# sort4_ctrl

`src/rtl/sort4_ctrl.sv`:
```
// rtl/sort4_ctrl.sv - four-entry nibble sorter sharing one comparator over a six-step bubble schedule
module sort4_ctrl #(
    parameter bit DESCEND = 1'b0
) (
    input  logic       clk,
    input  logic       rst_n,
    input  logic [3:0] in_data,
    input  logic       in_valid,
    output logic       in_ready,
    output logic [3:0] out_data,
    output logic       out_valid,
    input  logic       out_ready,
    output logic       out_last,
    output logic       busy,
    output logic [2:0] swap_cnt
);

    typedef enum logic [1:0] {
        ST_LOAD  = 2'd0,
        ST_SORT  = 2'd1,
        ST_DRAIN = 2'd2
    } state_t;

    state_t     state_q, state_d;
    logic [3:0] r0_q, r0_d;
    logic [3:0] r1_q, r1_d;
    logic [3:0] r2_q, r2_d;
    logic [3:0] r3_q, r3_d;
    logic [1:0] idx_q, idx_d;
    logic [2:0] step_q, step_d;
    logic [2:0] swap_q, swap_d;

    logic [3:0] cmp_l;
    logic [3:0] cmp_r;
    logic       do_swap;
    logic [3:0] sel_data;

    // Pair schedule: steps 0,3,5 -> (r0,r1); steps 1,4 -> (r1,r2); step 2 -> (r2,r3)
    always_comb begin
        cmp_l = r0_q;
        cmp_r = r1_q;
        case (step_q)
            3'd1, 3'd4: begin
                cmp_l = r1_q;
                cmp_r = r2_q;
            end
            3'd2: begin
                cmp_l = r2_q;
                cmp_r = r3_q;
            end
            default: begin
                cmp_l = r0_q;
                cmp_r = r1_q;
            end
        endcase
    end

    // Equal operands never swap in either direction
    assign do_swap = DESCEND ? (cmp_l < cmp_r) : (cmp_l > cmp_r);

    always_comb begin
        case (idx_q)
            2'd0:    sel_data = r0_q;
            2'd1:    sel_data = r1_q;
            2'd2:    sel_data = r2_q;
            default: sel_data = r3_q;
        endcase
    end

    always_comb begin
        state_d   = state_q;
        r0_d      = r0_q;
        r1_d      = r1_q;
        r2_d      = r2_q;
        r3_d      = r3_q;
        idx_d     = idx_q;
        step_d    = step_q;
        swap_d    = swap_q;
        in_ready  = 1'b0;
        out_valid = 1'b0;
        out_data  = 4'd0;
        out_last  = 1'b0;

        case (state_q)
            ST_LOAD: begin
                in_ready = 1'b1;
                if (in_valid) begin
                    case (idx_q)
                        2'd0:    r0_d = in_data;
                        2'd1:    r1_d = in_data;
                        2'd2:    r2_d = in_data;
                        default: r3_d = in_data;
                    endcase
                    idx_d = idx_q + 2'd1;
                    if (idx_q == 2'd3) begin
                        state_d = ST_SORT;
                        step_d  = 3'd0;
                        idx_d   = 2'd0;
                    end
                end
            end

            ST_SORT: begin
                if (do_swap) begin
                    swap_d = swap_q + 3'd1;
                    case (step_q)
                        3'd1, 3'd4: begin
                            r1_d = r2_q;
                            r2_d = r1_q;
                        end
                        3'd2: begin
                            r2_d = r3_q;
                            r3_d = r2_q;
                        end
                        default: begin
                            r0_d = r1_q;
                            r1_d = r0_q;
                        end
                    endcase
                end
                if (step_q == 3'd5) begin
                    state_d = ST_DRAIN;
                    step_d  = 3'd0;
                    idx_d   = 2'd0;
                end else begin
                    step_d = step_q + 3'd1;
                end
            end

            ST_DRAIN: begin
                out_valid = 1'b1;
                out_data  = sel_data;
                out_last  = (idx_q == 2'd3);
                if (out_ready) begin
                    idx_d = idx_q + 2'd1;
                    if (idx_q == 2'd3) begin
                        state_d = ST_LOAD;
                        idx_d   = 2'd0;
                        swap_d  = 3'd0;
                    end
                end
            end

            default: begin
                state_d = ST_LOAD;
                idx_d   = 2'd0;
                step_d  = 3'd0;
                swap_d  = 3'd0;
            end
        endcase
    end

    always_ff @(posedge clk or negedge rst_n) begin
        if (!rst_n) begin
            state_q <= ST_LOAD;
            r0_q    <= 4'd0;
            r1_q    <= 4'd0;
            r2_q    <= 4'd0;
            r3_q    <= 4'd0;
            idx_q   <= 2'd0;
            step_q  <= 3'd0;
            swap_q  <= 3'd0;
        end else begin
            state_q <= state_d;
            r0_q    <= r0_d;
            r1_q    <= r1_d;
            r2_q    <= r2_d;
            r3_q    <= r3_d;
            idx_q   <= idx_d;
            step_q  <= step_d;
            swap_q  <= swap_d;
        end
    end

    assign busy     = (state_q == ST_SORT) || (state_q == ST_DRAIN);
    assign swap_cnt = swap_q;

endmodule

```
`config.mk`:
```
export PLATFORM = sky130hd
export DESIGN_NAME = sort4_ctrl
export DESIGN_NICKNAME = d
export VERILOG_FILES = /design/src/rtl/sort4_ctrl.sv
export SDC_FILE = /design/constraint.sdc
export NUM_CORES = 1
export LEC_CHECK = 0
export ABC_CLOCK_PERIOD_IN_PS = 3500
export CORE_UTILIZATION = 55
export CTS_CLUSTER_SIZE = 28
export DETAILED_ROUTE_END_ITERATION = 10
export DONT_BUFFER_PORTS = 1
export PLACE_DENSITY = 0.75
export SETUP_SLACK_MARGIN = 0.2
export SLEW_MARGIN = 20
export SYNTH_ARGS = -nofsm -noshare
export SYNTH_HDL_FRONTEND = slang
export SYNTH_SLANG_ARGS = --single-unit
```
`constraint.sdc`:
```
create_clock -name clk -period 3.5 [get_ports clk]
set_clock_uncertainty 0.15 [all_clocks]
set_input_delay 0.7 -clock clk [delete_from_list [all_inputs] [get_ports clk]]
set_output_delay 0.7 -clock clk [all_outputs]
set_load 0.02 [all_outputs]
```
==> results.json <==
{
  "wl_met2_mm": 2.05,
  "antenna_cells": 0,
  "crit_fanout": 7,
  "power.leakage_nw": 0.889,
  "hold_path.class": "input pin to async pin",
  "status": "complete, no violations",
  "fin_nets": 229,
  "slew_headroom_pct": 50.7,
  "combPwrFrac_pct": 66.8,
  "drv_cap": 0,
  "yosys_area_sq_um": 1940,
  "cp-end-kind": "flop",
  "hold_viol": 0,
  "grt_max_degree": 27,
  "track_usage_pct": 25.4
}
-- power by group through the flow --
stage	combinational (mW)	sequential (mW)	clock (mW)
after floorplan	1.24	0.586	0
after global placement	1.47	0.632	0
after detailed placement	1.52	0.644	0
after CTS	1.54	0.636	0.133
after global routing	1.71	0.659	0.146
final	1.55	0.642	0.129
-- area by class of cell --
type | instances | area (sq um)
Fill cell | 321 | 1310
Clock buffer | 3 | 22.5
Sequential cell | 26 | 651
Inverter | 6 | 22.5
Multi-Input combinational cell | 165 | 1230
Tap cell | 46 | 57.6
Timing Repair Buffer | 7 | 65.1
-- worst max-delay path: cells and delay by family (launching register included) --
family,cells,cell delay (ns)
mux,1,0.32
simple gates,3,0.96
compound gates,5,0.77
fa+ha+maj,1,0.21
flops,1,0.47
buf+inv,1,0.21
-- registers in the layout, summed over array words and instances, names as in the netlist --
| register | flops |
|---|---|
| idx_q | 2 |
| r1_q | 4 |
| state_q | 2 |
| r3_q | 4 |
| swap_cnt | 3 |
| r0_q | 4 |
| r2_q | 4 |
| step_q | 3 |
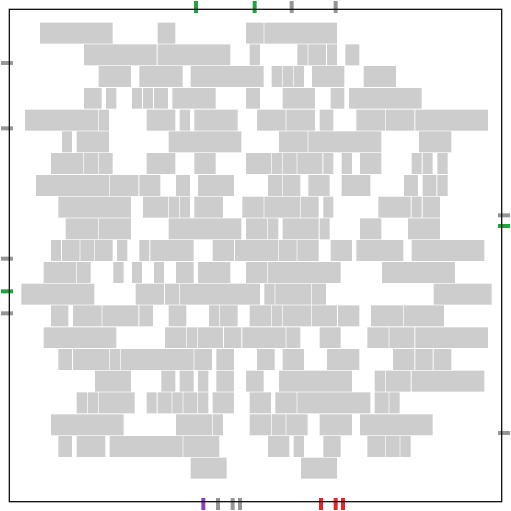
Figure 1: sort4_ctrl, ports around the boundary.
Scale: 8 px per um. Pins as bars across the die edge, other pins in grey.
| colour | port | pins | direction | edge |
|---|---|---|---|---|
| purple | busy | 1 | output | bottom |
| green | out_data | 4 | output | 2 top, 1 right, 1 left |
| red | swap_cnt | 3 | output | bottom |
Port Buffers: 0
Die Ht: 61.4 um
die span in x: 61.4 um

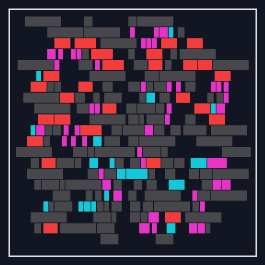
Figure 2: sort4_ctrl, gate families picked out.
Scale: 4 px per um.
| colour | family | cells | most used |
|---|---|---|---|
| magenta | NAND gates | 46 | nand2_1 |
| cyan | NOR gates | 18 | nor2_1 |
| red | multiplexers | 27 | mux2_2 |
Layout Cells excl Fill: 253
logic share of the area: 60.1%
most used logic cell in the final layout: nand2_1


# fp_acc_seq

[config.mk]
export PLATFORM = sky130hd
export DESIGN_NAME = fp_acc_seq
export DESIGN_NICKNAME = d
export VERILOG_FILES = /design/src/rtl/ibex_pkg.sv /design/src/rtl/fp_res_class.sv /design/src/rtl/fp_acc_seq.sv
export SDC_FILE = /design/constraint.sdc
export NUM_CORES = 1
export LEC_CHECK = 0
export ABC_CLOCK_PERIOD_IN_PS = 1700
export CELL_PAD_IN_SITES_DETAIL_PLACEMENT = 1
export CELL_PAD_IN_SITES_GLOBAL_PLACEMENT = 1
export CORE_MARGIN = 4
export CORE_UTILIZATION = 24
export DETAILED_ROUTE_END_ITERATION = 8
export PLACE_DENSITY_LB_ADDON = 0.1
export REMOVE_ABC_BUFFERS = 1
export SKIP_CTS_REPAIR_TIMING = 1
export SYNTH_ARGS = -nofsm -noshare
export SYNTH_HDL_FRONTEND = slang
export SYNTH_SLANG_ARGS = --single-unit
[constraint.sdc]
create_clock -name clk_i -period 1.7 [get_ports clk_i]
set_input_delay 0.51 -clock clk_i [delete_from_list [all_inputs] [get_ports clk_i]]
set_output_delay 0.51 -clock clk_i [all_outputs]
set_load 0.01 [all_outputs]
[src/rtl/ibex_pkg.sv]
// ibex_pkg: shared types and constants for the bfloat16 accumulator sequencer.
//   fp_alu_op_e     - operation requested from the external add/sub stage
//   fp_acc_state_e  - sequencer FSM states
//   FP_BF16_QNAN    - canonical bfloat16 quiet NaN
//   FP_BF16_EXP_MAX - all-ones bfloat16 exponent (Inf/NaN)
//   bf16_flush      - replaces a subnormal value by a zero of the same sign
package ibex_pkg;

    typedef enum logic [1:0] {
        FP_ALU_ADD = 2'd0,
        FP_ALU_SUB = 2'd1
    } fp_alu_op_e;

    typedef enum logic [1:0] {
        IDLE = 2'd0,
        RUN  = 2'd1,
        DONE = 2'd2
    } fp_acc_state_e;

    localparam logic [15:0] FP_BF16_QNAN    = 16'h7FC0;
    localparam logic [7:0]  FP_BF16_EXP_MAX = 8'hFF;

    function automatic logic [15:0] bf16_flush(input logic [15:0] val, input logic flush);
        return flush ? {val[15], 15'h0000} : val;
    endfunction

endpackage

[src/rtl/fp_res_class.sv]
// fp_res_class: classifies a bfloat16 value by exponent and mantissa.
//   data_i : bfloat16 value to classify
//   is_nan : exponent all ones, mantissa non-zero
//   is_inf : exponent all ones, mantissa zero
//   is_sub : exponent zero, mantissa non-zero
module fp_res_class
    import ibex_pkg::*;
(
    input  logic [15:0] data_i,
    output logic        is_nan,
    output logic        is_inf,
    output logic        is_sub
);

    logic [7:0] exp_s;
    logic [6:0] man_s;

    assign exp_s  = data_i[14:7];
    assign man_s  = data_i[6:0];

    assign is_nan = (exp_s == FP_BF16_EXP_MAX) && (man_s != 7'h00);
    assign is_inf = (exp_s == FP_BF16_EXP_MAX) && (man_s == 7'h00);
    assign is_sub = (exp_s == 8'h00) && (man_s != 7'h00);

endmodule

[src/rtl/fp_acc_seq.sv]
// fp_acc_seq: sequences a bfloat16 stream through an external combinational
// add/sub stage, accumulating count_i elements onto init_i.
//   clk_i, rst_i                 : clock, synchronous active-high reset
//   start_i, op_i, init_i, count_i : job launch (sampled in IDLE only)
//   in_valid_i/in_data_i/in_ready_o : element stream, one element per beat
//   as_a_o/as_b_o/as_op_o/as_c_i   : link to the external add/sub stage
//   res_valid_o/res_data_o/res_ready_i : result handshake
//   busy_o, nan_o, inf_o         : busy indicator, sticky exception flags
// Build option: define FP_ACC_FLUSH_EN to store subnormal stage results as
// signed zero; otherwise stage results are stored unmodified.
module fp_acc_seq
    import ibex_pkg::*;
#(
    parameter int CNT_W = 8
) (
    input  logic             clk_i,
    input  logic             rst_i,
    input  logic             start_i,
    input  fp_alu_op_e       op_i,
    input  logic [15:0]      init_i,
    input  logic [CNT_W-1:0] count_i,
    input  logic             in_valid_i,
    input  logic [15:0]      in_data_i,
    output logic             in_ready_o,
    output logic [15:0]      as_a_o,
    output logic [15:0]      as_b_o,
    output fp_alu_op_e       as_op_o,
    input  logic [15:0]      as_c_i,
    output logic             res_valid_o,
    output logic [15:0]      res_data_o,
    input  logic             res_ready_i,
    output logic             busy_o,
    output logic             nan_o,
    output logic             inf_o
);

`ifdef FP_ACC_FLUSH_EN
    localparam logic FLUSH_EN = 1'b1;
`else
    localparam logic FLUSH_EN = 1'b0;
`endif

    localparam logic [CNT_W-1:0] CNT_ZERO = {CNT_W{1'b0}};
    localparam logic [CNT_W-1:0] CNT_ONE  = CNT_W'(32'd1);

    fp_acc_state_e    state_q, state_d;
    logic [15:0]      acc_q, acc_d;
    logic [CNT_W-1:0] rem_q, rem_d;
    fp_alu_op_e       op_q, op_d;
    logic             nan_q, nan_d;
    logic             inf_q, inf_d;

    logic             is_nan_s, is_inf_s, is_sub_s;
    logic             beat_s;
    logic [15:0]      store_s;

    fp_res_class u_class (
        .data_i (as_c_i),
        .is_nan (is_nan_s),
        .is_inf (is_inf_s),
        .is_sub (is_sub_s)
    );

    // The flush function is always in the path; FLUSH_EN folds it away when off.
    assign store_s = bf16_flush(as_c_i, is_sub_s & FLUSH_EN);
    assign beat_s  = in_valid_i & (state_q == RUN);

    // Next-state, accumulator, remaining-count and flag update.
    always_comb begin
        state_d = state_q;
        acc_d   = acc_q;
        rem_d   = rem_q;
        op_d    = op_q;
        nan_d   = nan_q;
        inf_d   = inf_q;
        case (state_q)
            IDLE: begin
                if (start_i) begin
                    acc_d   = init_i;
                    rem_d   = count_i;
                    op_d    = op_i;
                    nan_d   = 1'b0;
                    inf_d   = 1'b0;
                    state_d = (count_i == CNT_ZERO) ? DONE : RUN;
                end else begin
                    state_d = IDLE;
                end
            end
            RUN: begin
                // rem is at least one here, so the decrement cannot wrap.
                if (beat_s) begin
                    acc_d   = store_s;
                    rem_d   = rem_q - CNT_ONE;
                    nan_d   = nan_q | is_nan_s;
                    inf_d   = inf_q | is_inf_s;
                    state_d = (rem_q == CNT_ONE) ? DONE : RUN;
                end else begin
                    state_d = RUN;
                end
            end
            DONE: begin
                if (res_ready_i) begin
                    state_d = IDLE;
                end else begin
                    state_d = DONE;
                end
            end
            default: begin
                state_d = IDLE;
            end
        endcase
    end

    // State and datapath registers with synchronous reset.
    always_ff @(posedge clk_i) begin
        if (rst_i) begin
            state_q <= IDLE;
            acc_q   <= 16'h0000;
            rem_q   <= CNT_ZERO;
            op_q    <= FP_ALU_ADD;
            nan_q   <= 1'b0;
            inf_q   <= 1'b0;
        end else begin
            state_q <= state_d;
            acc_q   <= acc_d;
            rem_q   <= rem_d;
            op_q    <= op_d;
            nan_q   <= nan_d;
            inf_q   <= inf_d;
        end
    end

    assign as_a_o      = acc_q;
    assign as_b_o      = in_data_i;
    assign as_op_o     = op_q;
    assign in_ready_o  = (state_q == RUN);
    assign busy_o      = (state_q != IDLE);
    assign res_valid_o = (state_q == DONE);
    assign res_data_o  = (state_q == DONE) ? acc_q : 16'h0000;
    assign nan_o       = nan_q;
    assign inf_o       = inf_q;

endmodule

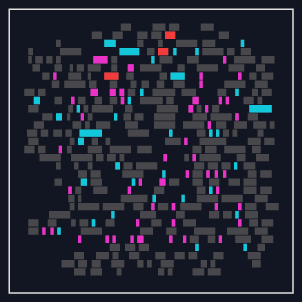
Figure 3: fp_acc_seq, gate families picked out.
Scale: 3 px per um.
| colour | family | cells | most used |
|---|---|---|---|
| red | multiplexers | 3 | mux2i_1 |
| magenta | NAND gates | 50 | nand2_1 |
| cyan | NOR gates | 34 | nor2_1 |
Layout Cells excl Fill: 421
most used logic cell in the final layout: clkdlybuf4s50_1
logic share of the area: 33.6%

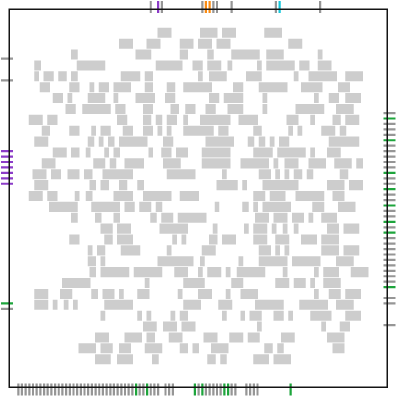
Figure 4: fp_acc_seq, ports around the boundary.
Scale: 4 px per um. Pins as bars across the die edge, other pins in grey.
| colour | port | pins | direction | edge |
|---|---|---|---|---|
| orange | op_i | 2 | input | top |
| purple | count_i | 8 | input | 7 left, 1 top |
| green | init_i | 16 | input | 8 right, 7 bottom, 1 left |
| cyan | nan_o | 1 | output | top |
Die Ht: 94.1 um
Port Buffers: 85
die span in x: 94.1 um

==> results.json <==
{
  "status": "finished with violations",
  "violations": "negative setup slack",
  "dp_hpwl_mm": 4.96,
  "fin_nets": 386,
  "top_area_cell": "dfxtp_1",
  "critical_path.endpoint": "res_data_o[15]",
  "h-tree-depth": 2,
  "dr.max_layer_used": "met4",
  "syn_inst": 229,
  "arrival_ns": 1.28,
  "critical_path_required_ns": 1.19,
  "final.setup.tns_ns": -0.664,
  "swShare_pct": 31.0,
  "final-setup-viol-count": 10,
  "hold_viol": 0,
  "cts_tree": "built",
  "irDropWorstVdd_mv": 0.340,
  "grt_most_used_layer": "met2",
  "nMultiInputCombCells": 161,
  "routedLengthMet1_mm": 3.22,
  "power.density_nw_per_um2": 687,
  "finalWorstSetupSlack_ns": -0.0856,
  "logic_area_sq_um": 1040,
  "overflow": 0,
  "initial_core_util_pct": 24.7,
  "dr.pass1.iters": 4,
  "period_needed_ns": 1.79,
  "ys_seq_share_pct": 33.8,
  "numCtsBuffers": 5,
  "holdWs_ns": 0.460
}
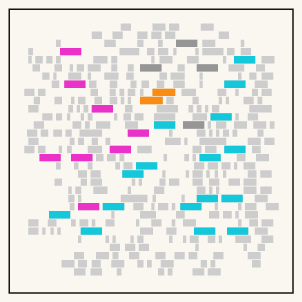
Figure 5: fp_acc_seq, sequential cells grouped by signal name.
Scale: 3 px per um.
| colour | signal | placed flops |
|---|---|---|
| cyan | as_a_o | 16 |
| orange | state_q | 2 |
| magenta | rem_q | 8 |
not coloured: 4
Reg area: 603 sq um
Core Util, Final: 42.8%
sequential cell area share: 19.5%
seq pwr: 0.825 mW

[metrics by stage]
stage | power (mW) | util (%)
final | 2.12 | 42.8
after global routing | 2.25 | 42.8
after CTS | 2.10 | 39.6
after detailed placement | 1.48 | 38.2
after global placement | 1.47 | 38.2
after floorplan | 1.11 | -
[cells in the mapped netlist (2+ instances only)]
cell type	count
nand2b_1	2
a31oi_1	2
mux2i_1	3
and2_1	19
nor4_1	5
o211ai_1	2
dfxtp_1	30
buf_2	11
o32ai_1	2
nor2_1	24
a21oi_1	9
clkbuf_1	4
nand4_1	4
o21ai_1	7
nand2_1	41
ha_1	2
buf_4	16
a311oi_1	16
nand3_1	2
inv_1	4
[layout by cell type (no fill, tap or decap), types with 3 or more instances in the layout]
cell,count
clkdlybuf4s50_1,42
nand2_1,41
dfxtp_1,28
buf_4,25
nor2_1,24
dlymetal6s2s_1,24
buf_6,13
a311oi_1,12
and2_1,10
and2_4,9
a21oi_1,9
o21ai_1,7
buf_2,7
clkbuf_8,6
inv_1,4
nand4_1,4
nor4_1,4
a311oi_2,4
buf_12,3
[flip-flops by register name, indices dropped and copies added (netlist names)]
name	count
as_a_o	16
as_op_o	2
inf_o	1
nan_o	1
rem_q	8
state_q	2


==> notes/layouts.md <==
Pictures saved along the way, in no particular order.

Track usage over the die.
shot_01.png
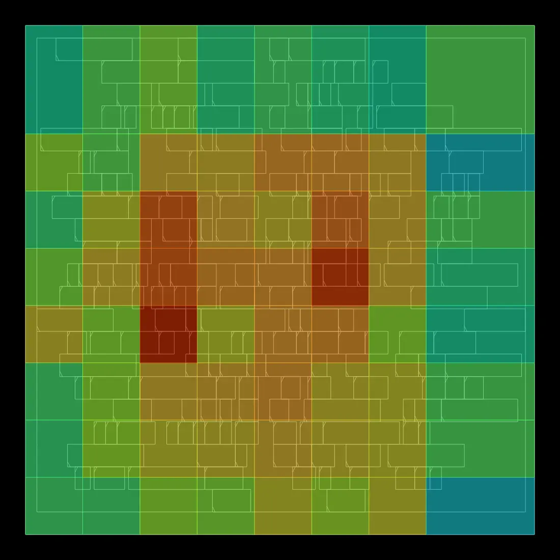
shot_02.png
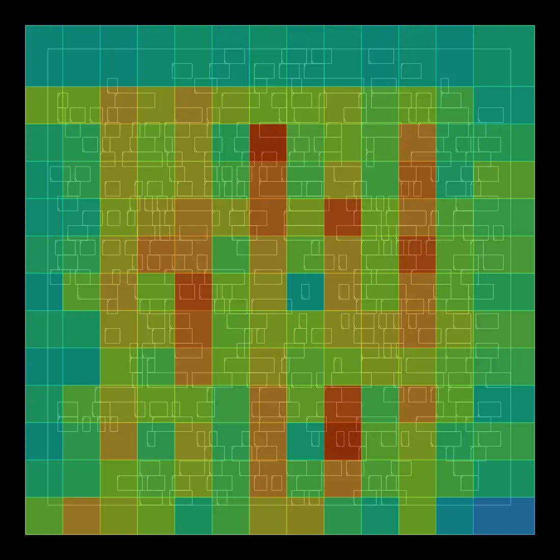
- highest track usage: shot_01.png
- highest utilization: shot_01.png
| picture | from |
|---|---|
| shot_02.png | fp_acc_seq |
| shot_01.png | sort4_ctrl |

Power is estimated from default activity; no workload was simulated.
